######## mmio_tx_port_flat ########
mmio_tx_port_flat, gate-type map:
Scale bar: 20 µm.
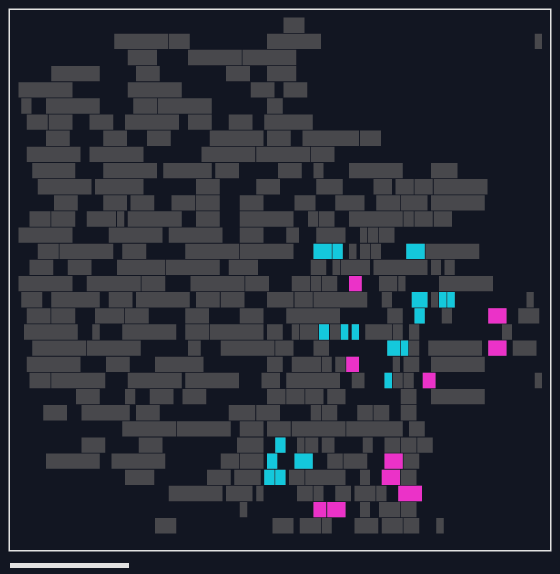
mmio_tx_port_flat, I/O nets highlighted:
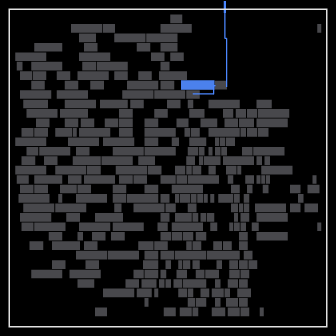
==> src/rtl/mmio_pkg.sv <==
// Shared constants and types for the MMIO serial transmit port.
package mmio_pkg;

  localparam logic [7:0] DATA_ADDR_DEFAULT   = 8'hFF;
  localparam logic [7:0] STATUS_ADDR_DEFAULT = 8'hFE;

  // Bit positions inside the status byte; bits [7:4] read as zero
  localparam int ST_FULL  = 0;
  localparam int ST_EMPTY = 1;
  localparam int ST_BUSY  = 2;
  localparam int ST_OVF   = 3;

  typedef enum logic [2:0] {IDLE, START, DATA, PARITY, STOP} tx_state_t;

endpackage

==> src/rtl/mmio_tx_port_if.sv <==
// CPU data-bus signals seen by the MMIO transmit port.
interface mmio_tx_port_if;
  logic [7:0] memAddress;
  logic [7:0] memIn;
  logic       memWrEnable;
  logic [7:0] rdData;
  logic       rdHit;

  modport master (output memAddress, memIn, memWrEnable, input rdData, rdHit);
  modport slave  (input memAddress, memIn, memWrEnable, output rdData, rdHit);
endinterface

==> src/rtl/byte_fifo.sv <==
// Synchronous FIFO; pointers carry one extra wrap bit to tell full from empty.
// A push while full is ignored even if a pop happens on the same edge.
module byte_fifo #(
  parameter int DEPTH = 4,
  parameter int W     = 8
) (
  input  logic         clk,
  input  logic         rst,
  input  logic         push,
  input  logic [W-1:0] wr_data,
  input  logic         pop,
  output logic [W-1:0] rd_data,
  output logic         full,
  output logic         empty
);
  localparam int AW = $clog2(DEPTH);

  logic [AW:0]               wptr_q, wptr_d, rptr_q, rptr_d;
  logic [DEPTH-1:0][W-1:0]   mem_q, mem_d;

  assign empty   = (wptr_q == rptr_q);
  assign full    = (wptr_q[AW] != rptr_q[AW]) && (wptr_q[AW-1:0] == rptr_q[AW-1:0]);
  assign rd_data = mem_q[rptr_q[AW-1:0]];

  // Next-state: write at the tail, advance the head on pop
  always_comb begin
    mem_d  = mem_q;
    wptr_d = wptr_q;
    rptr_d = rptr_q;
    if (push && !full) begin
      mem_d[wptr_q[AW-1:0]] = wr_data;
      wptr_d                = wptr_q + 1'b1;
    end
    if (pop && !empty) rptr_d = rptr_q + 1'b1;
  end

  // Storage and pointer registers
  always_ff @(posedge clk or negedge rst) begin
    if (!rst) begin
      mem_q  <= '0;
      wptr_q <= '0;
      rptr_q <= '0;
    end else begin
      mem_q  <= mem_d;
      wptr_q <= wptr_d;
      rptr_q <= rptr_d;
    end
  end
endmodule

==> src/rtl/mmio_tx_port.sv <==
// Memory-mapped serial transmitter: bus decode, status register, FIFO and
// LSB-first TX FSM. Define MMIO_TX_PARITY_EN to add an even-parity bit.
module mmio_tx_port
  import mmio_pkg::*;
#(
  parameter int         DEPTH        = 4,
  parameter int         CLKS_PER_BIT = 16,
  parameter logic [7:0] DATA_ADDR    = DATA_ADDR_DEFAULT,
  parameter logic [7:0] STATUS_ADDR  = STATUS_ADDR_DEFAULT
) (
  input  logic           clk,
  input  logic           rst,
  mmio_tx_port_if.slave  bus,
  output logic           txd,
  output logic           busy
);
  localparam int BW = $clog2(CLKS_PER_BIT);
  localparam logic [BW-1:0] BAUD_MAX = BW'(CLKS_PER_BIT - 1);

  logic       push, clr, pop;
  logic       fifo_full, fifo_empty;
  logic [7:0] fifo_rd;
  logic [7:0] status;

  tx_state_t     state_q, state_d;
  logic [BW-1:0] baud_q, baud_d;
  logic [2:0]    bit_q, bit_d;
  logic [7:0]    sh_q, sh_d;
  logic          txd_q, txd_d, busy_q, busy_d, ovf_q, ovf_d;
`ifdef MMIO_TX_PARITY_EN
  logic          par_q, par_d;
`endif

  byte_fifo #(.DEPTH(DEPTH), .W(8)) u_fifo (
    .clk     (clk),
    .rst     (rst),
    .push    (push),
    .wr_data (bus.memIn),
    .pop     (pop),
    .rd_data (fifo_rd),
    .full    (fifo_full),
    .empty   (fifo_empty)
  );

  // Bus decode and sticky overflow; a same-edge overflow beats the clear
  always_comb begin
    push  = bus.memWrEnable && (bus.memAddress == DATA_ADDR);
    clr   = bus.memWrEnable && (bus.memAddress == STATUS_ADDR);
    ovf_d = ovf_q;
    if (push && fifo_full) ovf_d = 1'b1;
    else if (clr)          ovf_d = 1'b0;
  end

  // Status byte and zero-latency read mux
  always_comb begin
    status           = '0;
    status[ST_FULL]  = fifo_full;
    status[ST_EMPTY] = fifo_empty;
    status[ST_BUSY]  = busy_q;
    status[ST_OVF]   = ovf_q;
  end
  assign bus.rdHit  = (bus.memAddress == STATUS_ADDR) && !bus.memWrEnable;
  assign bus.rdData = bus.rdHit ? status : 8'h00;
  assign txd        = txd_q;
  assign busy       = busy_q;

  // TX FSM next-state; txd is registered so it changes on the bit boundary
  always_comb begin
    state_d = state_q;
    baud_d  = baud_q;
    bit_d   = bit_q;
    sh_d    = sh_q;
    txd_d   = txd_q;
    busy_d  = busy_q;
    pop     = 1'b0;
`ifdef MMIO_TX_PARITY_EN
    par_d   = par_q;
`endif
    if (state_q != IDLE) baud_d = (baud_q == BAUD_MAX) ? '0 : baud_q + 1'b1;
    case (state_q)
      IDLE: if (!fifo_empty) begin
        pop     = 1'b1;
        sh_d    = fifo_rd;
        bit_d   = '0;
        baud_d  = '0;
        txd_d   = 1'b0;
        busy_d  = 1'b1;
        state_d = START;
`ifdef MMIO_TX_PARITY_EN
        par_d   = ^fifo_rd;
`endif
      end
      START: if (baud_q == BAUD_MAX) begin
        txd_d   = sh_q[0];
        state_d = DATA;
      end
      DATA: if (baud_q == BAUD_MAX) begin
        bit_d = bit_q + 3'd1;
        if (bit_q == 3'd7) begin
`ifdef MMIO_TX_PARITY_EN
          txd_d   = par_q;
          state_d = PARITY;
`else
          txd_d   = 1'b1;
          state_d = STOP;
`endif
        end else begin
          sh_d  = sh_q >> 1;
          txd_d = sh_q[1];
        end
      end
`ifdef MMIO_TX_PARITY_EN
      PARITY: if (baud_q == BAUD_MAX) begin
        txd_d   = 1'b1;
        state_d = STOP;
      end
`endif
      STOP: if (baud_q == BAUD_MAX) begin
        txd_d   = 1'b1;
        busy_d  = 1'b0;
        state_d = IDLE;
      end
      default: state_d = IDLE;
    endcase
  end

  // FSM, datapath and status registers; reset drives txd high immediately
  always_ff @(posedge clk or negedge rst) begin
    if (!rst) begin
      state_q <= IDLE;
      baud_q  <= '0;
      bit_q   <= '0;
      sh_q    <= '0;
      txd_q   <= 1'b1;
      busy_q  <= 1'b0;
      ovf_q   <= 1'b0;
`ifdef MMIO_TX_PARITY_EN
      par_q   <= 1'b0;
`endif
    end else begin
      state_q <= state_d;
      baud_q  <= baud_d;
      bit_q   <= bit_d;
      sh_q    <= sh_d;
      txd_q   <= txd_d;
      busy_q  <= busy_d;
      ovf_q   <= ovf_d;
`ifdef MMIO_TX_PARITY_EN
      par_q   <= par_d;
`endif
    end
  end
endmodule

==> src/flat_wrapper.sv <==
// flat-port wrapper written by rule: the top's interface ports become plain ports
module mmio_tx_port_flat import mmio_pkg::*;
#(
  parameter int         DEPTH        = 4,
  parameter int         CLKS_PER_BIT = 16,
  parameter logic [7:0] DATA_ADDR    = DATA_ADDR_DEFAULT,
  parameter logic [7:0] STATUS_ADDR  = STATUS_ADDR_DEFAULT
)
  (clk, rst, txd, busy, bus_memAddress, bus_memIn, bus_memWrEnable, bus_rdData, bus_rdHit);
  mmio_tx_port_if bus_i ();
  input  logic clk;
  input  logic rst;
  output logic txd;
  output logic busy;
  input wire logic [$bits(bus_i.memAddress)-1:0] bus_memAddress;
  input wire logic [$bits(bus_i.memIn)-1:0] bus_memIn;
  input wire logic [$bits(bus_i.memWrEnable)-1:0] bus_memWrEnable;
  output wire logic [$bits(bus_i.rdData)-1:0] bus_rdData;
  output wire logic [$bits(bus_i.rdHit)-1:0] bus_rdHit;
  assign bus_i.memAddress = bus_memAddress;
  assign bus_i.memIn = bus_memIn;
  assign bus_i.memWrEnable = bus_memWrEnable;
  assign bus_rdData = bus_i.rdData;
  assign bus_rdHit = bus_i.rdHit;
  mmio_tx_port #(.DEPTH(DEPTH), .CLKS_PER_BIT(CLKS_PER_BIT), .DATA_ADDR(DATA_ADDR), .STATUS_ADDR(STATUS_ADDR)) u_core (.clk(clk), .rst(rst), .bus(bus_i), .txd(txd), .busy(busy));
endmodule
==> config.mk <==
export PLATFORM = sky130hd
export DESIGN_NAME = mmio_tx_port_flat
export DESIGN_NICKNAME = d
export VERILOG_FILES = /design/src/rtl/mmio_pkg.sv /design/src/rtl/mmio_tx_port_if.sv /design/src/rtl/byte_fifo.sv /design/src/rtl/mmio_tx_port.sv /design/src/flat_wrapper.sv
export SDC_FILE = /design/constraint.sdc
export NUM_CORES = 1
export LEC_CHECK = 0
export ABC_AREA = 0
export ABC_CLOCK_PERIOD_IN_PS = 2800
export CORE_UTILIZATION = 38
export DETAILED_ROUTE_END_ITERATION = 8
export PLACE_DENSITY = 0.68
export SKIP_LAST_GASP = 1
export SLEW_MARGIN = 20
export SYNTH_ARGS = -nofsm -noshare
export SYNTH_HDL_FRONTEND = slang
export SYNTH_SLANG_ARGS = --single-unit
==> constraint.sdc <==
create_clock -name clk -period 2.8 [get_ports clk]
set_input_delay 0.84 -clock clk [delete_from_list [all_inputs] [get_ports clk]]
set_output_delay 0.84 -clock clk [all_outputs]
set_load 0.01 [all_outputs]
==> run_results.csv <==
group,metric,value,unit
die,placeableCoreArea,7687,µm²
power_and_ir_drop,net_load_switching_power,759.8,µW
synth,synthAoiAreaFrac,0.06572,
route,top_layer_used,"met4",
route,avgRoutedWirePerCell,14.19,µm
clock_network,clock_tree.htree_level_count,3,
final_layout,synthToLayoutAreaGrowth,22.05,%
status,outcome,"completed",
min_path,hold_removal_path_class,"input pin to asynchronous set/reset pin",
run,maxCapViolCount,0,
timing,layout_min_cycle_time,2.742,ns
synth,edf_count,0,
power_and_ir_drop,powerSeq,1050,µW
final_layout,final_area,3671,µm²
synth,synth.top_cells.by_area,"dfrtp_1, mux2_2, mux4_2",
placed_design,port_buffers,25,
timing,slew_viol_final,0,
placed_design,dp_hpwl,3.839,mm
power_and_ir_drop,cellInternalPower,1586,µW
synth,synth-area-yosys,3008,µm²
## Picture notes: 'gate-type map' of mmio_tx_port_flat
Magenta marks AND and OR gates, cells 10. Cyan marks NAND gates, cells 18.

## Picture notes: 'I/O nets highlighted' of mmio_tx_port_flat
Blue marks `txd`, bits 1, direction output, end cells 1, wire 31.2 µm.

final cells by class:
| cell class | count | area share |
|---|---|---|
| clock buffers | 12 | 0.03954 |
| multi-input cells | 158 | 0.4035 |
| well taps | 102 | 0.03476 |
| inverters | 3 | 0.003067 |
| flip-flops and latches | 59 | 0.4025 |
| clock inverters | 4 | 0.007157 |
| repair buffers | 48 | 0.1094 |

######## fpga_rst_seq_ctrl_flat ########
`src/rtl/fpga_rst_seq_pkg.sv`:
```
// Shared types and register map for the FPGA reset/clock sequencer.
package fpga_rst_seq_pkg;

    // Sequencer state encoding. This is the code reported in STATUS[2:0].
    typedef enum logic [2:0] {
        ST_WAIT_LOCK = 3'd0,
        ST_SOC_WAIT  = 3'd1,
        ST_CLU_WAIT  = 3'd2,
        ST_RUN       = 3'd3,
        ST_CLU_RST   = 3'd4
    } seq_state_e;

    // Register offsets, decoded from paddr[3:2].
    localparam logic [1:0] REG_CTRL    = 2'd0;
    localparam logic [1:0] REG_SOC_DLY = 2'd1;
    localparam logic [1:0] REG_CLU_DLY = 2'd2;
    localparam logic [1:0] REG_STATUS  = 2'd3;

    // CTRL bit indices.
    localparam int CTRL_CLU_RST_REQ   = 0;
    localparam int CTRL_CLU_CLK_EN    = 1;
    localparam int CTRL_CLR_LOCK_LOST = 2;

    // STATUS field positions.
    localparam int STAT_STATE_LSB = 0;
    localparam int STAT_RSTN_SOC  = 3;
    localparam int STAT_RSTN_CLU  = 4;
    localparam int STAT_LOCK_LOST = 5;
    localparam int STATUS_W       = 6;

endpackage

```
`src/rtl/fpga_rst_seq_ctrl_if.sv`:
```
// APB bus bundle for the reset sequencer's register slave.
interface fpga_rst_seq_ctrl_if;
    logic [11:0] paddr;
    logic        psel;
    logic        penable;
    logic        pwrite;
    logic [31:0] pwdata;
    logic [31:0] prdata;
    logic        pready;
    logic        pslverr;

    modport master (
        output paddr, psel, penable, pwrite, pwdata,
        input  prdata, pready, pslverr
    );

    modport slave (
        input  paddr, psel, penable, pwrite, pwdata,
        output prdata, pready, pslverr
    );
endinterface

```
`src/rtl/fpga_rst_seq_apb_regs.sv`:
```
// APB register block: CTRL / SOC_DLY / CLU_DLY storage, STATUS readback,
// write-1 pulse strobes and the error response for writes to STATUS.
module fpga_rst_seq_apb_regs
    import fpga_rst_seq_pkg::*;
#(
    parameter int CNT_W       = 16,
    parameter int SOC_DLY_RST = 8,
    parameter int CLU_DLY_RST = 16
) (
    input  logic                clk_i,
    input  logic                rst_ni,
    fpga_rst_seq_ctrl_if.slave  apb,
    input  logic [STATUS_W-1:0] status,
    output logic                clu_rst_req,
    output logic                clr_lock_lost,
    output logic                clu_clk_en,
    output logic [CNT_W-1:0]    soc_dly,
    output logic [CNT_W-1:0]    clu_dly
);

    logic       access;
    logic       wr_en;
    logic [1:0] reg_sel;
    logic       unused_apb;

    assign access  = apb.psel & apb.penable;
    assign wr_en   = access & apb.pwrite;
    assign reg_sel = apb.paddr[3:2];

    // Address and data bits outside the decoded fields are intentionally ignored.
    assign unused_apb = ^{apb.paddr[11:4], apb.paddr[1:0], apb.pwdata[31:CNT_W]};

    // Pulses are live during the access phase so the FSM acts on the same edge.
    assign clu_rst_req   = wr_en && (reg_sel == REG_CTRL) && apb.pwdata[CTRL_CLU_RST_REQ];
    assign clr_lock_lost = wr_en && (reg_sel == REG_CTRL) && apb.pwdata[CTRL_CLR_LOCK_LOST];

    assign apb.pready  = 1'b1;
    assign apb.pslverr = wr_en && (reg_sel == REG_STATUS);

    // Register writes complete on the access-phase edge; STATUS writes are dropped.
    always_ff @(posedge clk_i or negedge rst_ni) begin
        if (!rst_ni) begin
            clu_clk_en <= 1'b1;
            soc_dly    <= CNT_W'(SOC_DLY_RST);
            clu_dly    <= CNT_W'(CLU_DLY_RST);
        end else if (wr_en) begin
            case (reg_sel)
                REG_CTRL:    clu_clk_en <= apb.pwdata[CTRL_CLU_CLK_EN];
                REG_SOC_DLY: soc_dly    <= apb.pwdata[CNT_W-1:0];
                REG_CLU_DLY: clu_dly    <= apb.pwdata[CNT_W-1:0];
                default:     ;
            endcase
        end
    end

    // Read mux; returns zero whenever no read is selected.
    always_comb begin
        // NOTE: default assignment first so every path drives prdata and no latch is inferred.
        apb.prdata = '0;
        if (apb.psel && !apb.pwrite) begin
            case (reg_sel)
                REG_CTRL:    apb.prdata[CTRL_CLU_CLK_EN]  = clu_clk_en;
                REG_SOC_DLY: apb.prdata[CNT_W-1:0]        = soc_dly;
                REG_CLU_DLY: apb.prdata[CNT_W-1:0]        = clu_dly;
                default:     apb.prdata[STATUS_W-1:0]     = status;
            endcase
        end
    end

endmodule

```
`src/rtl/fpga_rst_seq_ctrl.sv`:
```
// Reset/clock sequencer: filters PLL lock, then releases SoC reset and
// later cluster reset after programmable delays; handles software cluster
// reset and lock loss.
module fpga_rst_seq_ctrl
    import fpga_rst_seq_pkg::*;
#(
    parameter int CNT_W       = 16,
    parameter int LOCK_FILT   = 4,
    parameter int SOC_DLY_RST = 8,
    parameter int CLU_DLY_RST = 16
) (
    input  logic               clk_i,
    input  logic               rst_ni,
    input  logic               pll_locked_i,
    fpga_rst_seq_ctrl_if.slave apb,
    output logic               rstn_soc_o,
    output logic               rstn_cluster_o,
    output logic               clk_cluster_en_o
);

    localparam int LCNT_W = (LOCK_FILT > 1) ? $clog2(LOCK_FILT) : 1;
    localparam logic [LCNT_W-1:0] LOCK_LAST = LCNT_W'(LOCK_FILT - 1);

    seq_state_e          state;
    logic [LCNT_W-1:0]   lock_cnt;
    logic [CNT_W-1:0]    cnt;
    logic                lock_lost;
    logic                clu_rst_req;
    logic                clr_lock_lost;
    logic                clu_clk_en;
    logic [CNT_W-1:0]    soc_dly;
    logic [CNT_W-1:0]    clu_dly;
    logic [STATUS_W-1:0] status;

    assign status = {lock_lost, rstn_cluster_o, rstn_soc_o, state};

    // The CTRL clock-enable bit is itself a flop, so it drives the gate directly.
    assign clk_cluster_en_o = clu_clk_en;

    fpga_rst_seq_apb_regs #(
        .CNT_W       (CNT_W),
        .SOC_DLY_RST (SOC_DLY_RST),
        .CLU_DLY_RST (CLU_DLY_RST)
    ) u_regs (
        .clk_i         (clk_i),
        .rst_ni        (rst_ni),
        .apb           (apb),
        .status        (status),
        .clu_rst_req   (clu_rst_req),
        .clr_lock_lost (clr_lock_lost),
        .clu_clk_en    (clu_clk_en),
        .soc_dly       (soc_dly),
        .clu_dly       (clu_dly)
    );

    // Sequencer FSM with counters and registered reset outputs.
    always_ff @(posedge clk_i or negedge rst_ni) begin
        if (!rst_ni) begin
            state          <= ST_WAIT_LOCK;
            lock_cnt       <= '0;
            cnt            <= '0;
            rstn_soc_o     <= 1'b0;
            rstn_cluster_o <= 1'b0;
            lock_lost      <= 1'b0;
        end else begin
            // NOTE: non-blocking assignments so every branch sees pre-edge values; the later
            // lock_lost set below overrides this clear when both happen on one edge.
            if (clr_lock_lost) begin
                lock_lost <= 1'b0;
            end

            if (!pll_locked_i && (state != ST_WAIT_LOCK)) begin
                // Lock loss outranks every other transition and APB request.
                rstn_soc_o     <= 1'b0;
                rstn_cluster_o <= 1'b0;
                lock_cnt       <= '0;
                state          <= ST_WAIT_LOCK;
                if ((state == ST_RUN) || (state == ST_CLU_RST)) begin
                    lock_lost <= 1'b1;
                end
            end else begin
                case (state)
                    ST_WAIT_LOCK: begin
                        if (!pll_locked_i) begin
                            lock_cnt <= '0;
                        end else if (lock_cnt == LOCK_LAST) begin
                            lock_cnt <= '0;
                            cnt      <= soc_dly;
                            state    <= ST_SOC_WAIT;
                        end else begin
                            lock_cnt <= lock_cnt + 1'b1;
                        end
                    end
                    ST_SOC_WAIT: begin
                        if (cnt == '0) begin
                            rstn_soc_o <= 1'b1;
                            cnt        <= clu_dly;
                            state      <= ST_CLU_WAIT;
                        end else begin
                            cnt <= cnt - 1'b1;
                        end
                    end
                    ST_CLU_WAIT: begin
                        if (cnt == '0) begin
                            rstn_cluster_o <= 1'b1;
                            state          <= ST_RUN;
                        end else begin
                            cnt <= cnt - 1'b1;
                        end
                    end
                    ST_RUN: begin
                        if (clu_rst_req) begin
                            rstn_cluster_o <= 1'b0;
                            cnt            <= clu_dly;
                            state          <= ST_CLU_RST;
                        end
                    end
                    ST_CLU_RST: begin
                        if (cnt == '0) begin
                            rstn_cluster_o <= 1'b1;
                            state          <= ST_RUN;
                        end else begin
                            cnt <= cnt - 1'b1;
                        end
                    end
                    default: begin
                        // Unused codes recover to a safe, fully reset state.
                        rstn_soc_o     <= 1'b0;
                        rstn_cluster_o <= 1'b0;
                        lock_cnt       <= '0;
                        state          <= ST_WAIT_LOCK;
                    end
                endcase
            end
        end
    end

endmodule

```
`src/flat_wrapper.sv`:
```
// flat-port wrapper written by rule: the top's interface ports become plain ports
module fpga_rst_seq_ctrl_flat import fpga_rst_seq_pkg::*;
#(
    parameter int CNT_W       = 16,
    parameter int LOCK_FILT   = 4,
    parameter int SOC_DLY_RST = 8,
    parameter int CLU_DLY_RST = 16
)
  (clk_i, rst_ni, pll_locked_i, rstn_soc_o, rstn_cluster_o, clk_cluster_en_o, apb_paddr, apb_psel, apb_penable, apb_pwrite, apb_pwdata, apb_prdata, apb_pready, apb_pslverr);
  fpga_rst_seq_ctrl_if apb_i ();
  input  logic clk_i;
  input  logic rst_ni;
  input  logic pll_locked_i;
  output logic rstn_soc_o;
  output logic rstn_cluster_o;
  output logic clk_cluster_en_o;
  input wire logic [$bits(apb_i.paddr)-1:0] apb_paddr;
  input wire logic [$bits(apb_i.psel)-1:0] apb_psel;
  input wire logic [$bits(apb_i.penable)-1:0] apb_penable;
  input wire logic [$bits(apb_i.pwrite)-1:0] apb_pwrite;
  input wire logic [$bits(apb_i.pwdata)-1:0] apb_pwdata;
  output wire logic [$bits(apb_i.prdata)-1:0] apb_prdata;
  output wire logic [$bits(apb_i.pready)-1:0] apb_pready;
  output wire logic [$bits(apb_i.pslverr)-1:0] apb_pslverr;
  assign apb_i.paddr = apb_paddr;
  assign apb_i.psel = apb_psel;
  assign apb_i.penable = apb_penable;
  assign apb_i.pwrite = apb_pwrite;
  assign apb_i.pwdata = apb_pwdata;
  assign apb_prdata = apb_i.prdata;
  assign apb_pready = apb_i.pready;
  assign apb_pslverr = apb_i.pslverr;
  fpga_rst_seq_ctrl #(.CNT_W(CNT_W), .LOCK_FILT(LOCK_FILT), .SOC_DLY_RST(SOC_DLY_RST), .CLU_DLY_RST(CLU_DLY_RST)) u_core (.clk_i(clk_i), .rst_ni(rst_ni), .pll_locked_i(pll_locked_i), .apb(apb_i), .rstn_soc_o(rstn_soc_o), .rstn_cluster_o(rstn_cluster_o), .clk_cluster_en_o(clk_cluster_en_o));
endmodule
```
`config.mk`:
```
export PLATFORM = sky130hd
export DESIGN_NAME = fpga_rst_seq_ctrl_flat
export DESIGN_NICKNAME = d
export VERILOG_FILES = /design/src/rtl/fpga_rst_seq_pkg.sv /design/src/rtl/fpga_rst_seq_ctrl_if.sv /design/src/rtl/fpga_rst_seq_apb_regs.sv /design/src/rtl/fpga_rst_seq_ctrl.sv /design/src/flat_wrapper.sv
export SDC_FILE = /design/constraint.sdc
export NUM_CORES = 1
export LEC_CHECK = 0
export CORE_MARGIN = 2
export CORE_UTILIZATION = 28
export CTS_BUF_LIST = sky130_fd_sc_hd__clkbuf_8
export CTS_CLUSTER_DIAMETER = 200
export CTS_CLUSTER_SIZE = 8
export DETAILED_ROUTE_END_ITERATION = 10
export PLACE_DENSITY = 0.49
export SLEW_MARGIN = 20
export SYNTH_ARGS = -nofsm -noshare
export SYNTH_HDL_FRONTEND = slang
export SYNTH_SLANG_ARGS = --single-unit
```
`constraint.sdc`:
```
create_clock -name clk_i -period 2 [get_ports clk_i]
set_clock_uncertainty 0.1 [all_clocks]
set_input_delay 0.3 -clock clk_i [delete_from_list [all_inputs] [get_ports clk_i]]
set_output_delay 0.3 -clock clk_i [all_outputs]
set_load 0.01 [all_outputs]
```
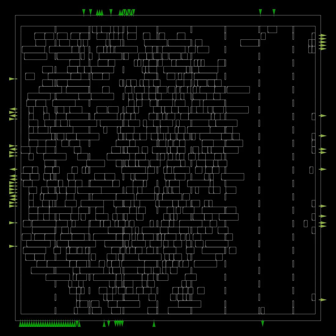
fpga_rst_seq_ctrl_flat: placed standard cells
final core area utilization: 0.4159
number of sequential storage elements: 57
number of tap instances: 180
register fraction of the total cell area: 0.2465
placeable core region: 13,990 µm²

==> run_results.csv <==
group,metric,value,unit
critical_path,crit_type,"flop to flop",
status,violated_checks,"negative setup slack",
final_layout,largestClassByArea,"combinational gates",
placed_design,postPlaceCellArea,5184,µm²
final_layout,finalNetCount,617,
timing,grt_setup_unrepaired,"true",
synth,seq_area_frac_synth,0.3541,
power_and_ir_drop,comb_power,2970,µW
synth,synth-xor-area-share,0.03036,
run,openroad.warnings,59,
clock_network,cts_hold_repair.buffers,1,
timing,setup_slack,-0.2028,ns
power_and_ir_drop,part_of_the_power_in_the_clock_network,0.209,
final_layout,mi_logic_area,2770,µm²
timing,setup_total_negative_slack,-2.775,ns
status,outcome,"complete, but fails checks",
power_and_ir_drop,overall_power_consumption,6047,µW
timing,timing.final.setup_violations,20,
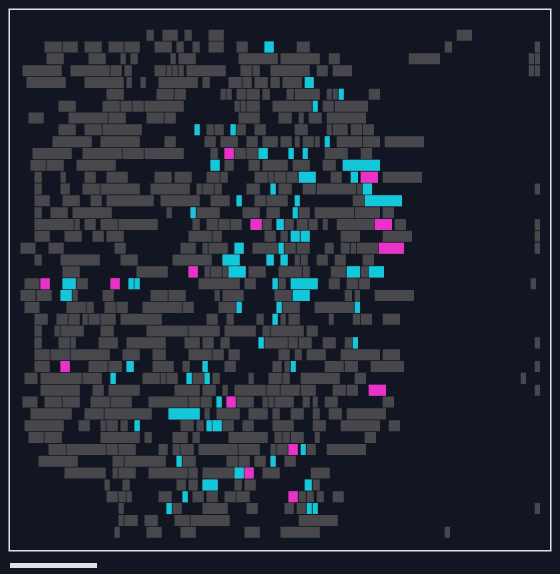
fpga_rst_seq_ctrl_flat: gate-type map
Scale bar: 20 µm.
Magenta marks AND and OR gates, cells 14. Cyan marks NAND gates, cells 66.

-- path summary, 6_finish.rpt --
path | to | depth (start not counted) | slack [ns]
setup / recovery | u_core.cnt[10]$_DFFE_PN0P_ | 7 | -0.20
hold / removal | u_core.cnt[10]$_DFFE_PN0P_ | 3 | 0.35
setup reg to reg | u_core.cnt[10]$_DFFE_PN0P_ | 7 | -0.20
hold reg to reg | u_core.lock_lost$_DFF_PN0_ | 2 | 0.40
max in group asynchronous | u_core.u_regs.clu_clk_en$_DFFE_PN1N_ | 3 | 1.09
min in group clk_i | u_core.lock_lost$_DFF_PN0_ | 2 | 0.40

######## topk_pair_collector ########
**config.mk**
```make
export PLATFORM = sky130hd
export DESIGN_NAME = topk_pair_collector
export DESIGN_NICKNAME = d
export VERILOG_FILES = /design/src/rtl/topk_pair_collector.sv
export SDC_FILE = /design/constraint.sdc
export NUM_CORES = 2
export LEC_CHECK = 0
export ABC_AREA = 1
export CAP_MARGIN = 20
export CORE_MARGIN = 4
export CORE_UTILIZATION = 60
export DETAILED_ROUTE_END_ITERATION = 16
export PLACE_DENSITY = 0.78
export SETUP_SLACK_MARGIN = 0.05
export SYNTH_ARGS = -nofsm -noshare
export SYNTH_HDL_FRONTEND = slang
export SYNTH_SLANG_ARGS = --single-unit
```
**constraint.sdc**
```tcl
create_clock -name clk -period 23.8 [get_ports clk]
set_clock_uncertainty 0.2 [all_clocks]
set_input_delay 4.76 -clock clk [delete_from_list [all_inputs] [get_ports clk]]
set_output_delay 4.76 -clock clk [all_outputs]
set_load 0.02 [all_outputs]
```
**src/rtl/topk_pair_collector.sv**
```systemverilog
// Running top-K (largest magnitude first) over magnitude-ordered fp32 pairs, with a
// snapshot/drain buffer so the next frame accumulates while the previous one streams out.
module topk_pair_collector #(
    parameter int DATA_WIDTH = 32,
    parameter int K          = 8
) (
    input  logic                      clk,
    input  logic                      rst,
    input  logic                      i_valid,
    input  logic                      i_last,
    input  logic [DATA_WIDTH-1:0]     x_0,
    input  logic [DATA_WIDTH-1:0]     x_1,
    output logic [DATA_WIDTH-1:0]     y,
    output logic                      o_valid,
    output logic                      o_last,
    output logic [$clog2(K+1)-1:0]    o_count,
    output logic                      o_overrun
);
    localparam int CW = $clog2(K+1);
    localparam int IW = (K > 1) ? $clog2(K) : 1;
    localparam int MW = DATA_WIDTH - 1;

    typedef enum logic {IDLE, DRAIN} state_t;

    logic [K-1:0][DATA_WIDTH-1:0] list, ins, drain_buf;
    logic [K-1:0]                 ge0, ge1;
    logic [CW-1:0]                cnt, p0, p1, cnt_new;
    logic [CW:0]                  cnt_sum;
    logic                         snap;

    assign snap = i_valid & i_last;

    // Ranking uses only live entries; ">=" keeps older equal entries ahead of new ones.
    for (genvar i = 0; i < K; i++) begin : g_rank
        assign ge1[i] = (CW'(i) < cnt) && (list[i][MW-1:0] >= x_1[MW-1:0]);
        assign ge0[i] = (CW'(i) < cnt) && (list[i][MW-1:0] >= x_0[MW-1:0]);
    end

    assign p1 = CW'($countones(ge1));
    assign p0 = CW'($countones(ge0));

    // New list = old[0..p1-1], x_1, old[p1..p0-1], x_0, old[p0..], truncated to K.
    for (genvar j = 0; j < K; j++) begin : g_ins
        localparam int JM1 = (j > 0) ? j - 1 : 0;
        localparam int JM2 = (j > 1) ? j - 2 : 0;
        assign ins[j] = (CW'(j) <  p1)          ? list[j]   :
                        (CW'(j) == p1)          ? x_1       :
                        (CW'(j) <= p0)          ? list[JM1] :
                        (CW'(j) == p0 + CW'(1)) ? x_0       :
                                                  list[JM2];
    end

    assign cnt_sum = {1'b0, cnt} + (CW+1)'(2);
    assign cnt_new = (cnt_sum > (CW+1)'(K)) ? CW'(K) : cnt_sum[CW-1:0];

    always_ff @(posedge clk or posedge rst) begin
        if (rst) begin
            list      <= '0;
            cnt       <= '0;
            drain_buf <= '0;
            o_count   <= '0;
        end else if (i_valid) begin
            if (i_last) begin
                drain_buf <= ins;
                o_count   <= cnt_new;
                list      <= '0;
                cnt       <= '0;
            end else begin
                list <= ins;
                cnt  <= cnt_new;
            end
        end
    end

    state_t          state, state_n;
    logic [IW-1:0]   idx, idx_n;
    logic [DATA_WIDTH-1:0] y_n;
    logic            valid_n, last_n, ovr_pend, ovr_n, is_last;

    assign is_last = (CW'(idx) == o_count - CW'(1));

    // The overrun is flagged one edge late so it lines up with the new frame's first element.
    always_comb begin
        state_n = state;
        idx_n   = idx;
        y_n     = y;
        valid_n = 1'b0;
        last_n  = 1'b0;
        ovr_n   = 1'b0;
        if (state == DRAIN) begin
            y_n     = drain_buf[idx];
            valid_n = 1'b1;
            last_n  = is_last;
            idx_n   = idx + IW'(1);
            if (is_last) state_n = IDLE;
        end
        if (snap) begin
            state_n = DRAIN;
            idx_n   = '0;
            ovr_n   = (state == DRAIN) && !is_last;
        end
    end

    always_ff @(posedge clk or posedge rst) begin
        if (rst) begin
            state     <= IDLE;
            idx       <= '0;
            y         <= '0;
            o_valid   <= 1'b0;
            o_last    <= 1'b0;
            ovr_pend  <= 1'b0;
            o_overrun <= 1'b0;
        end else begin
            state     <= state_n;
            idx       <= idx_n;
            y         <= y_n;
            o_valid   <= valid_n;
            o_last    <= last_n;
            ovr_pend  <= ovr_n;
            o_overrun <= ovr_pend;
        end
    end
endmodule

```
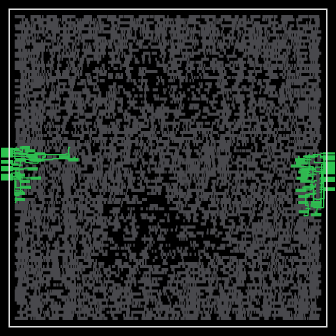
topk_pair_collector: I/O nets highlighted
Green marks `y`, bits 32, direction output, end cells 32, wire 1,080 µm.

==> run_results.csv <==
group,metric,value,unit
status,outcome,"completed",
timing,fmax,77.68,MHz
synth,synth.distinct_cells,43,
timing,worst_hold_slack,0.1481,ns
run,openroad.warnings,32,
power_and_ir_drop,comb_power,2630,µW
synth,yosysWarningCount,0,
synth,yosysCellCount,6687,
critical_path,worst_ep_required_time,24.12,ns
critical_path,reg2reg_from,"list[22]$_DFFE_PP0P_",
power_and_ir_drop,dominant_power_group,"combinational cells",
power_and_ir_drop,pwr_density_cell,108.1,nW/µm²
final_layout,final_layout_size_suffix_gt1_frac,0.04269,
grt,number_of_global_route_vias_before_repair,46940,
route,m1WireLength,72.18,mm
min_path,hold_path_depth,0,
synth,top_cell,"nand2_1",
final_layout,layout.filler_cells,6694,
synth,synth-xor-area-share,0.0007778,
route,met3_wirelength,29.74,mm
synth,post_synth_and_or_nand_nor_area_fraction,0.3398,
synth,muxShareOfSynthArea,0.006000,
power_and_ir_drop,combinationalPowerShare,0.496,
timing,grt_setup_unrepaired,"false",
route,route.antenna.remaining_nets,0,
grt,grt_first_pass_wirelength,299.8,mm
final_layout,largestClassByArea,"combinational gates",
## cell families (layout without fill, tap and decap cells)
| group | Yosys count | after routing |
|---|---|---|
| simple gates | 3710 | 3710 |
| mux | 27 | 27 |
| compound gates | 1058 | 1058 |
| xor+xnor | 4 | 4 |
| buf+inv | 815 | 804 |
| other cells | 0 | 8 |
| fa+ha+maj | 513 | 513 |
| flops | 560 | 560 |
## layer usage
metal | up-vias | GRT usage
met5 | - | 0
li1 | 22080 | -
met1 | 22640 | 0.6338
met2 | 4254 | 0.7104
met3 | 1178 | 0.1591
met4 | 10 | 0.4247

######## gpio_edge_irq_flat ########
File: src/rtl/gpio_edge_pkg.sv
// gpio_edge_pkg: shared edge-mode encoding and parameter limits for gpio_edge_irq
package gpio_edge_pkg;
  typedef enum logic [1:0] {
    EDGE_OFF  = 2'b00,
    EDGE_RISE = 2'b01,
    EDGE_FALL = 2'b10,
    EDGE_BOTH = 2'b11
  } edge_mode_t;
  localparam int MAX_CH = 32;
endpackage

File: src/rtl/gpio_edge_irq_if.sv
// gpio_edge_irq_if: pad and register-file signals of gpio_edge_irq
// signal_in/mode/debounce_cycles/irq_en/clear flow into the block; level/edge_pulse/status/irq flow out
interface gpio_edge_irq_if #(
  parameter int NUM_CH     = 8,
  parameter int DEBOUNCE_W = 8
);
  logic [NUM_CH-1:0]     signal_in;
  logic [2*NUM_CH-1:0]   mode;
  logic [DEBOUNCE_W-1:0] debounce_cycles;
  logic [NUM_CH-1:0]     irq_en;
  logic [NUM_CH-1:0]     clear;
  logic [NUM_CH-1:0]     level;
  logic [NUM_CH-1:0]     edge_pulse;
  logic [NUM_CH-1:0]     status;
  logic                  irq;
  modport master (
    output signal_in, mode, debounce_cycles, irq_en, clear,
    input  level, edge_pulse, status, irq
  );
  modport slave (
    input  signal_in, mode, debounce_cycles, irq_en, clear,
    output level, edge_pulse, status, irq
  );
endinterface

File: src/rtl/gpio_edge_chan.sv
// gpio_edge_chan: one channel - synchroniser, debounce counter, level flop, qualified edge pulse
// in: clk, rst (async active-low), signal_in, mode, debounce_cycles; out: level, edge_pulse, pulse_next
module gpio_edge_chan import gpio_edge_pkg::*; #(
  parameter int SYNC_STAGES = 2,
  parameter int DEBOUNCE_W  = 8
) (
  input  logic                  clk,
  input  logic                  rst,
  input  logic                  signal_in,
  input  logic [1:0]            mode,
  input  logic [DEBOUNCE_W-1:0] debounce_cycles,
  output logic                  level,
  output logic                  edge_pulse,
  output logic                  pulse_next
);
  logic [SYNC_STAGES-1:0] sync;
  logic [DEBOUNCE_W-1:0]  cnt;
  logic                   synced, update, rise_en, fall_en;
  edge_mode_t             m;
  assign m       = edge_mode_t'(mode);
  assign rise_en = m == EDGE_RISE || m == EDGE_BOTH;
  assign fall_en = m == EDGE_FALL || m == EDGE_BOTH;
  assign synced  = sync[SYNC_STAGES-1];
  // D-1 only matters when D != 0, so the underflow at D == 0 is harmless
  assign update  = synced != level && (debounce_cycles == '0 || cnt >= debounce_cycles - 1'b1);
  // level still holds its old value here, so it tells rising from falling
  assign pulse_next = update && ((!level && rise_en) || (level && fall_en));
  always_ff @(posedge clk or negedge rst) begin
    if (!rst) begin
      sync       <= '0;
      level      <= 1'b0;
      cnt        <= '0;
      edge_pulse <= 1'b0;
    end else begin
      sync       <= {sync[SYNC_STAGES-2:0], signal_in};
      level      <= update ? synced : level;
      cnt        <= (synced == level || update) ? '0 : (&cnt ? cnt : cnt + 1'b1);
      edge_pulse <= pulse_next;
    end
  end
endmodule

File: src/rtl/gpio_edge_irq.sv
// gpio_edge_irq: NUM_CH debounced GPIO edge detectors with sticky W1C status and maskable irq
// in: clk, rst (async active-low); bus: slave side of gpio_edge_irq_if
module gpio_edge_irq import gpio_edge_pkg::*; #(
  parameter int NUM_CH      = 8,
  parameter int SYNC_STAGES = 2,
  parameter int DEBOUNCE_W  = 8
) (
  input logic           clk,
  input logic           rst,
  gpio_edge_irq_if.slave bus
);
  logic [NUM_CH-1:0] level, edge_pulse, pulse_next, status;
  if (NUM_CH < 1 || NUM_CH > MAX_CH) begin : g_bad_ch
    $error("NUM_CH must be in 1..%0d", MAX_CH);
  end
  if (SYNC_STAGES < 2) begin : g_bad_sync
    $error("SYNC_STAGES must be at least 2");
  end
  for (genvar i = 0; i < NUM_CH; i++) begin : g_ch
    gpio_edge_chan #(
      .SYNC_STAGES(SYNC_STAGES),
      .DEBOUNCE_W (DEBOUNCE_W)
    ) u_chan (
      .clk            (clk),
      .rst            (rst),
      .signal_in      (bus.signal_in[i]),
      .mode           (bus.mode[2*i+:2]),
      .debounce_cycles(bus.debounce_cycles),
      .level          (level[i]),
      .edge_pulse     (edge_pulse[i]),
      .pulse_next     (pulse_next[i])
    );
  end
  // a new edge wins over a coincident clear so no event is lost
  always_ff @(posedge clk or negedge rst) begin
    if (!rst) status <= '0;
    else      status <= (status & ~bus.clear) | pulse_next;
  end
  assign bus.level      = level;
  assign bus.edge_pulse = edge_pulse;
  assign bus.status     = status;
  assign bus.irq        = |(status & bus.irq_en);
endmodule

File: src/flat_wrapper.sv
// flat-port wrapper written by rule: the top's interface ports become plain ports
module gpio_edge_irq_flat import gpio_edge_pkg::*;
#(
  parameter int NUM_CH      = 8,
  parameter int SYNC_STAGES = 2,
  parameter int DEBOUNCE_W  = 8
)
  (clk, rst, bus_signal_in, bus_mode, bus_debounce_cycles, bus_irq_en, bus_clear, bus_level, bus_edge_pulse, bus_status, bus_irq);
  gpio_edge_irq_if #(.NUM_CH(NUM_CH), .DEBOUNCE_W(DEBOUNCE_W)) bus_i ();
  input logic clk;
  input logic rst;
  input wire logic [$bits(bus_i.signal_in)-1:0] bus_signal_in;
  input wire logic [$bits(bus_i.mode)-1:0] bus_mode;
  input wire logic [$bits(bus_i.debounce_cycles)-1:0] bus_debounce_cycles;
  input wire logic [$bits(bus_i.irq_en)-1:0] bus_irq_en;
  input wire logic [$bits(bus_i.clear)-1:0] bus_clear;
  output wire logic [$bits(bus_i.level)-1:0] bus_level;
  output wire logic [$bits(bus_i.edge_pulse)-1:0] bus_edge_pulse;
  output wire logic [$bits(bus_i.status)-1:0] bus_status;
  output wire logic [$bits(bus_i.irq)-1:0] bus_irq;
  assign bus_i.signal_in = bus_signal_in;
  assign bus_i.mode = bus_mode;
  assign bus_i.debounce_cycles = bus_debounce_cycles;
  assign bus_i.irq_en = bus_irq_en;
  assign bus_i.clear = bus_clear;
  assign bus_level = bus_i.level;
  assign bus_edge_pulse = bus_i.edge_pulse;
  assign bus_status = bus_i.status;
  assign bus_irq = bus_i.irq;
  gpio_edge_irq #(.NUM_CH(NUM_CH), .SYNC_STAGES(SYNC_STAGES), .DEBOUNCE_W(DEBOUNCE_W)) u_core (.clk(clk), .rst(rst), .bus(bus_i));
endmodule
File: config.mk
export PLATFORM = sky130hd
export DESIGN_NAME = gpio_edge_irq_flat
export DESIGN_NICKNAME = d
export VERILOG_FILES = /design/src/rtl/gpio_edge_pkg.sv /design/src/rtl/gpio_edge_irq_if.sv /design/src/rtl/gpio_edge_chan.sv /design/src/rtl/gpio_edge_irq.sv /design/src/flat_wrapper.sv
export SDC_FILE = /design/constraint.sdc
export NUM_CORES = 1
export LEC_CHECK = 0
export ABC_CLOCK_PERIOD_IN_PS = 4600
export CAP_MARGIN = 20
export CORE_MARGIN = 3
export CORE_UTILIZATION = 60
export DETAILED_ROUTE_END_ITERATION = 6
export PLACE_DENSITY = 0.92
export REMOVE_ABC_BUFFERS = 1
export SKIP_LAST_GASP = 1
export SYNTH_ARGS = -nofsm -noshare
export SYNTH_HDL_FRONTEND = slang
export SYNTH_HIERARCHICAL = 1
export SYNTH_SLANG_ARGS = --single-unit
File: constraint.sdc
create_clock -name clk -period 4.6 [get_ports clk]
set_input_delay 1.15 -clock clk [delete_from_list [all_inputs] [get_ports clk]]
set_output_delay 1.15 -clock clk [all_outputs]
set_load 0.05 [all_outputs]
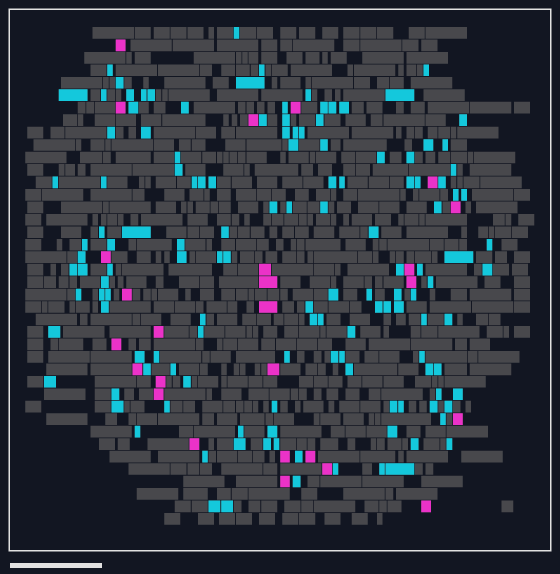
gpio_edge_irq_flat: gate-type map
Scale bar: 20 µm.
Cyan marks NAND gates, cells 135. Magenta marks AND and OR gates, cells 26.

==> run_results.csv <==
group,metric,value,unit
status,outcome,"completed",
final_layout,clock_buffers,11,
final_layout,layout.filler_cells,857,
synth,synth.cellmix.adderShare,0.1466,
synth,yosysCellCount,775,
synth,seq_area_frac_synth,0.3466,
synth,synth.distinct_cells,45,
final_layout,num_antenna_cells,0,
final_layout,layout_top_cell_excl_fill_tap,"dfrtp_1",
route,m1WireLength,7.214,mm
placed_design,port_buffers,74,
clock_network,clock_tree.htree_level_count,3,
timing,finalCritPeriodShare,0.8719,
clock_network,clkTransAtPathRegs,0.06,ns
synth,yosysWarningCount,6,
critical_path,critical_path_arrival,4.30,ns
power_and_ir_drop,powerSeq,1200,µW
critical_path,endpoint,"u_core/g_ch[1].u_chan/cnt[5]$_DFFE_PN0P_",
clock_network,cts_tree,"built",
power_and_ir_drop,p_leak,0.003885,µW
final_layout,leading_cell_types_in_the_layout_fill_and_taps_excluded,"dfrtp_1, nor2_1, ha_1, clkdlybuf4s50_1",
clock_network,clkSinkCount,104,
synth,number_of_standard_cells_after_synthesis,775,
synth,synth-async-reset-ratio,1.000,
critical_path,worstSetupPathDepth,9,
clock_network,ctsRootBufferMaster,"clkbuf_16",
min_path,worstHoldStart,"u_core/g_ch[3].u_chan/sync[0]$_DFF_PN0_",
synth,post_synth_instance_area,7510,µm²
synth,top_cell,"dfrtp_1",
critical_path,setup.worst_path.start,"bus_debounce_cycles[3]",
kinds of logic after synthesis:
group	count (synthesis)
xor+xnor	66
fa+ha+maj	88
buf+inv	40
simple gates	319
mux	10
compound gates	148
flops	104
through the flow:
stage                     worst slack (ns)  power (µW)
after floorplan                      1.166        1894
after global placement              0.3057        2188
after detailed placement            0.2223        2236
after CTS                           0.5805        3017
after global routing                0.2994        3188
final                               0.5893        3000

######## sdi_mode_detect ########
sdi_mode_detect, I/O nets highlighted:
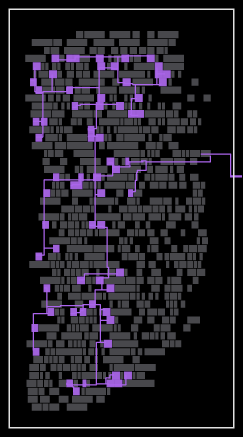
sdi_mode_detect, gate-type map:
Scale bar: 20 µm.
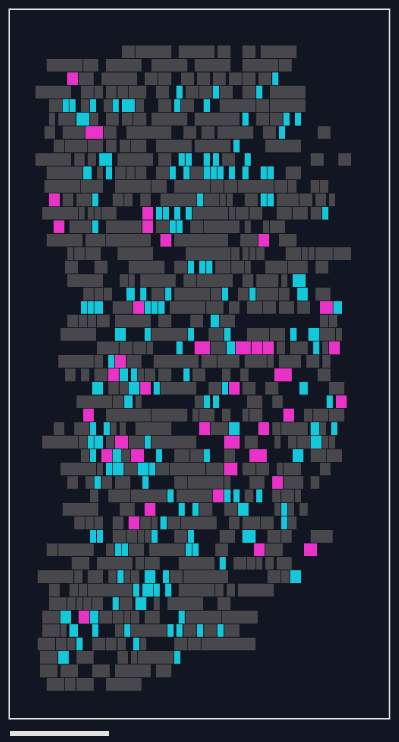
[config.mk]
export PLATFORM = sky130hd
export DESIGN_NAME = sdi_mode_detect
export DESIGN_NICKNAME = d
export VERILOG_FILES = /design/src/rtl/sdi_mode_detect.sv
export SDC_FILE = /design/constraint.sdc
export NUM_CORES = 1
export LEC_CHECK = 0
export CORE_ASPECT_RATIO = 2
export CORE_MARGIN = 5
export CORE_UTILIZATION = 50
export DETAILED_ROUTE_END_ITERATION = 8
export PLACE_DENSITY = 0.81
export SYNTH_ARGS = -nofsm -noshare
export SYNTH_HDL_FRONTEND = slang
export SYNTH_SLANG_ARGS = --single-unit
[constraint.sdc]
create_clock -name sys_clk -period 3.25 [get_ports sys_clk]
set_input_delay 0.65 -clock sys_clk [delete_from_list [all_inputs] [get_ports sys_clk]]
set_output_delay 0.65 -clock sys_clk [all_outputs]
set_load 0.1 [all_outputs]
[src/rtl/sdi_mode_detect.sv]
// sdi_mode_detect: finds EAV timing references in a 10-bit SDI word stream,
// measures the line length in valid words and reports a debounced video mode
// so the downstream pixel-clock divider only re-phases on a real format change.
module sdi_mode_detect #(
    parameter int          LEN0       = 4400,
    parameter int          LEN1       = 3300,
    parameter int          TOL        = 4,
    parameter int          LOCK_CNT   = 8,
    parameter int          UNLOCK_CNT = 4,
    parameter logic [15:0] MAX_LEN    = 16'hFFF0
) (
    input  logic        sys_clk,
    input  logic        n_rst,
    input  logic [9:0]  data_i,
    input  logic        valid_i,
    output logic        mode_o,
    output logic        locked_o,
    output logic [15:0] line_len_o,
    output logic        len_stb_o
);

    localparam logic [15:0] LEN0_W   = 16'(LEN0);
    localparam logic [15:0] LEN1_W   = 16'(LEN1);
    localparam logic [15:0] TOL_W    = 16'(TOL);
    localparam int          RUN_W    = $clog2(LOCK_CNT + 1);
    localparam int          MISS_W   = $clog2(UNLOCK_CNT + 1);
    localparam logic [RUN_W-1:0]  RUN_MAX  = RUN_W'(LOCK_CNT);
    localparam logic [MISS_W-1:0] MISS_MAX = MISS_W'(UNLOCK_CNT);

    typedef enum logic [1:0] {P_IDLE, P1, P2, P3} parse_t;
    typedef enum logic [1:0] {CLS_NONE, CLS_MATCH0, CLS_MATCH1} cls_t;
    typedef enum logic {SEARCH, LOCKED} state_t;

    parse_t             parse_q, parse_d;
    logic               eav_hit;
    logic [15:0]        cnt_q, cnt_d;
    logic               have_ref_q, have_ref_d;
    logic               ev_q, ev_d;
    logic               ev_meas_q, ev_meas_d;
    logic [15:0]        ev_len_q, ev_len_d;
    logic               ev2_q, ev2_d;
    cls_t               cls_q, cls_d;
    logic [15:0]        line_len_q, line_len_d;
    logic               len_stb_q, len_stb_d;
    logic [15:0]        diff0, diff1;
    cls_t               cand_q, cand_d;
    logic [RUN_W-1:0]   run_q, run_d;
    logic [MISS_W-1:0]  miss_q, miss_d;
    state_t             state_q, state_d;
    logic               mode_q, mode_d;
    cls_t               mode_cls;

    // TRS parser: tracks 3FF 000 000 and flags an EAV on the following XYZ word
    always_comb begin
        parse_d = parse_q;
        eav_hit = 1'b0;
        if (valid_i) begin
            case (parse_q)
                P_IDLE: parse_d = (data_i == 10'h3FF) ? P1 : P_IDLE;
                P1: begin
                    if (data_i == 10'h000)      parse_d = P2;
                    else if (data_i == 10'h3FF) parse_d = P1;
                    else                        parse_d = P_IDLE;
                end
                P2: begin
                    if (data_i == 10'h000)      parse_d = P3;
                    else if (data_i == 10'h3FF) parse_d = P1;
                    else                        parse_d = P_IDLE;
                end
                P3: begin
                    parse_d = P_IDLE;
                    eav_hit = data_i[9] & data_i[6];
                end
                default: parse_d = P_IDLE;
            endcase
        end
    end

    // Line-length counter; raises a measurement event on EAV or a one-shot timeout event
    always_comb begin
        cnt_d      = cnt_q;
        have_ref_d = have_ref_q;
        ev_d       = 1'b0;
        ev_meas_d  = 1'b0;
        ev_len_d   = ev_len_q;
        if (valid_i) begin
            if (eav_hit) begin
                cnt_d      = 16'd1;
                have_ref_d = 1'b1;
                if (have_ref_q) begin
                    ev_d      = 1'b1;
                    ev_meas_d = 1'b1;
                    ev_len_d  = cnt_q;
                end
            end else begin
                if (cnt_q != MAX_LEN) cnt_d = cnt_q + 16'd1;
                if (have_ref_q && (cnt_d == MAX_LEN)) begin
                    ev_d       = 1'b1;
                    have_ref_d = 1'b0;
                end
            end
        end
    end

    // Publish the measured length with a strobe and classify it against both formats
    always_comb begin
        ev2_d      = ev_q;
        len_stb_d  = ev_q & ev_meas_q;
        line_len_d = len_stb_d ? ev_len_q : line_len_q;
        diff0      = (ev_len_q >= LEN0_W) ? (ev_len_q - LEN0_W) : (LEN0_W - ev_len_q);
        diff1      = (ev_len_q >= LEN1_W) ? (ev_len_q - LEN1_W) : (LEN1_W - ev_len_q);
        cls_d      = CLS_NONE;
        if (ev_meas_q) begin
            if (diff0 <= TOL_W)      cls_d = CLS_MATCH0;
            else if (diff1 <= TOL_W) cls_d = CLS_MATCH1;
        end
    end

    // Candidate run tracking and lock/unlock hysteresis; mode only moves on a fresh lock
    always_comb begin
        cand_d   = cand_q;
        run_d    = run_q;
        miss_d   = miss_q;
        state_d  = state_q;
        mode_d   = mode_q;
        mode_cls = mode_q ? CLS_MATCH1 : CLS_MATCH0;
        if (ev2_q) begin
            if ((cls_q == cand_q) && (cls_q != CLS_NONE)) begin
                if (run_q != RUN_MAX) run_d = run_q + 1'b1;
            end else begin
                cand_d = cls_q;
                run_d  = (cls_q == CLS_NONE) ? '0 : RUN_W'(1);
            end
            case (state_q)
                SEARCH: begin
                    if (run_d == RUN_MAX) begin
                        state_d = LOCKED;
                        mode_d  = (cand_d == CLS_MATCH1);
                        miss_d  = '0;
                    end
                end
                LOCKED: begin
                    if (cls_q == mode_cls) begin
                        miss_d = '0;
                    end else begin
                        miss_d = miss_q + 1'b1;
                        if (miss_d == MISS_MAX) begin
                            state_d = SEARCH;
                            run_d   = '0;
                            cand_d  = CLS_NONE;
                            miss_d  = '0;
                        end
                    end
                end
                default: state_d = SEARCH;
            endcase
        end
    end

    // All state registers; synchronous active-low reset discards any partial measurement
    always_ff @(posedge sys_clk) begin
        if (!n_rst) begin
            parse_q    <= P_IDLE;
            cnt_q      <= '0;
            have_ref_q <= 1'b0;
            ev_q       <= 1'b0;
            ev_meas_q  <= 1'b0;
            ev_len_q   <= '0;
            ev2_q      <= 1'b0;
            cls_q      <= CLS_NONE;
            line_len_q <= '0;
            len_stb_q  <= 1'b0;
            cand_q     <= CLS_NONE;
            run_q      <= '0;
            miss_q     <= '0;
            state_q    <= SEARCH;
            mode_q     <= 1'b0;
        end else begin
            parse_q    <= parse_d;
            cnt_q      <= cnt_d;
            have_ref_q <= have_ref_d;
            ev_q       <= ev_d;
            ev_meas_q  <= ev_meas_d;
            ev_len_q   <= ev_len_d;
            ev2_q      <= ev2_d;
            cls_q      <= cls_d;
            line_len_q <= line_len_d;
            len_stb_q  <= len_stb_d;
            cand_q     <= cand_d;
            run_q      <= run_d;
            miss_q     <= miss_d;
            state_q    <= state_d;
            mode_q     <= mode_d;
        end
    end

    assign mode_o     = mode_q;
    assign locked_o   = (state_q == LOCKED);
    assign line_len_o = line_len_q;
    assign len_stb_o  = len_stb_q;

endmodule
==> run_results.csv <==
group,metric,value,unit
timing,grt_setup_unrepaired,"false",
grt,number_of_global_route_vias_before_repair,4371,
synth,synthDominantCellAreaShare,0.3074,
synth,synth.distinct_cells,62,
final_layout,finalNetCount,635,
timing,setup_slack,0.4103,ns
final_layout,seq_area_frac,0.2668,
timing,finalHoldViolations,0,
synth,synth-area-yosys,4428,µm²
clock_network,clkTransAtPathRegs,0.06,ns
status,outcome,"completed",
final_layout,combAreaFraction,0.5606,
route,top_layer_used,"met4",
synth,yosysWarningCount,0,
final_layout,leading_cell_types_in_the_layout_fill_and_taps_excluded,"nand2_1, dfxtp_1, nor2_1, buf_4, a21boi_0",
critical_path,worstSetupPathDepth,10,
clock_network,numCtsBuffers,9,
About 'I/O nets highlighted' of sdi_mode_detect:
Purple marks `n_rst`, bits 1, direction input, end cells 67, wire 554 µm.

About 'gate-type map' of sdi_mode_detect:
Cyan marks NAND gates, cells 150. Magenta marks AND and OR gates, cells 38.

[cells by family (layout without fill, tap and decap cells)]
family | Yosys count | count (layout) | share of synthesized area
simple gates | 286 | 286 | 0.3213
compound gates | 139 | 139 | 0.2184
flops | 68 | 68 | 0.3074
buf+inv | 50 | 75 | 0.04662
xor+xnor | 25 | 25 | 0.04945
fa+ha+maj | 12 | 12 | 0.03391
mux | 10 | 10 | 0.02289


==> gallery <==
M3 wires.
panel A
Scale bar: 20 µm.
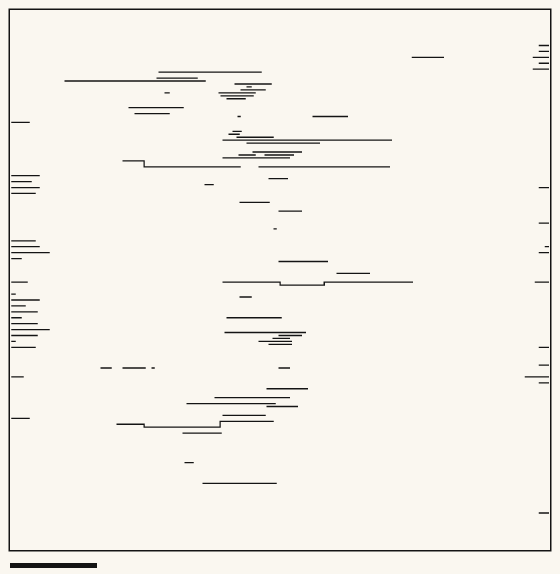
panel B
Scale bar: 20 µm.
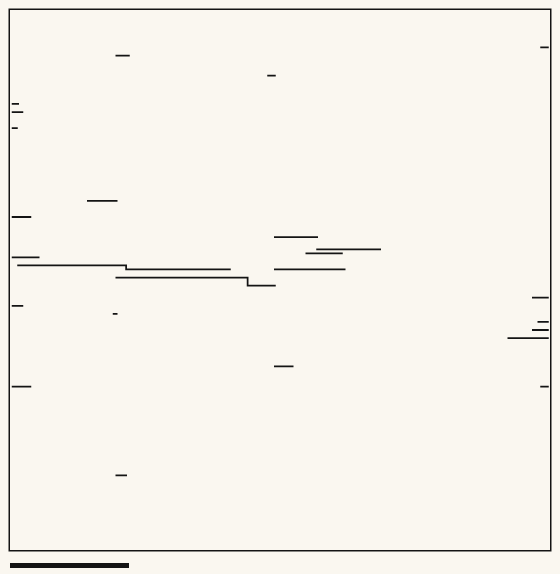
panel C
Scale bar: 100 µm.
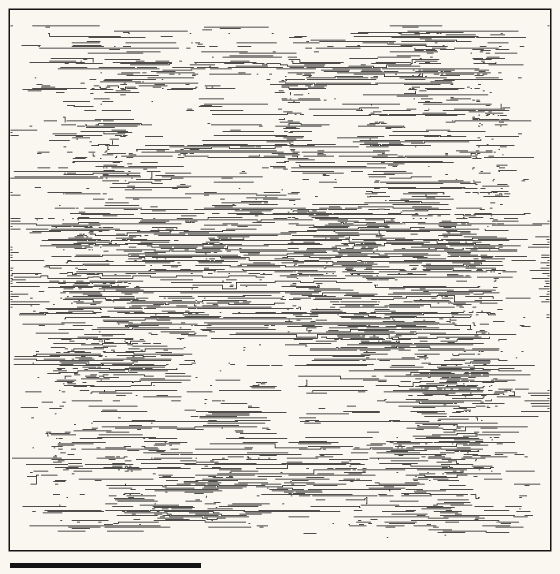
panel D
Scale bar: 20 µm.
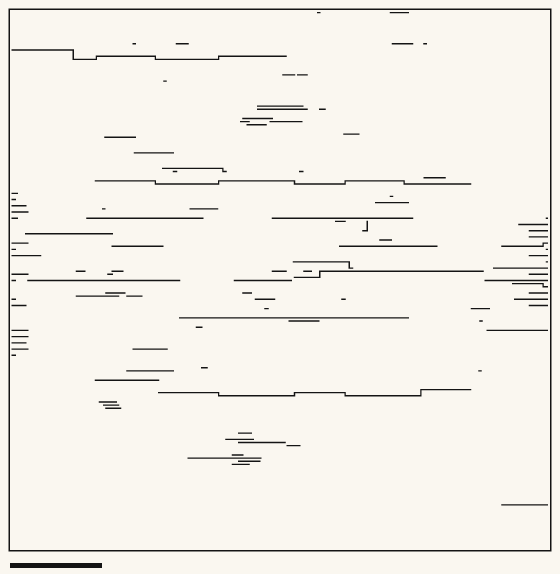
panel E
Scale bar: 20 µm.
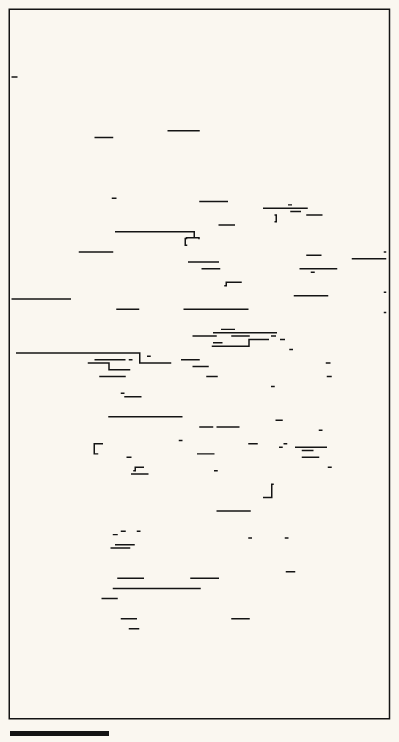
Of these, largest die: panel C
Of these, smallest die: panel B
| picture | from |
|---|---|
| panel C | topk_pair_collector |
| panel E | sdi_mode_detect |
| panel D | gpio_edge_irq_flat |
| panel A | fpga_rst_seq_ctrl_flat |
| panel B | mmio_tx_port_flat |

Key to panel A:
The wires run mostly horizontal. The layer holds 5.5% of the routed length. 79 nets have wire on it. The longest straight run is 38.6 µm.

Power is estimated from default activity; no workload was simulated.
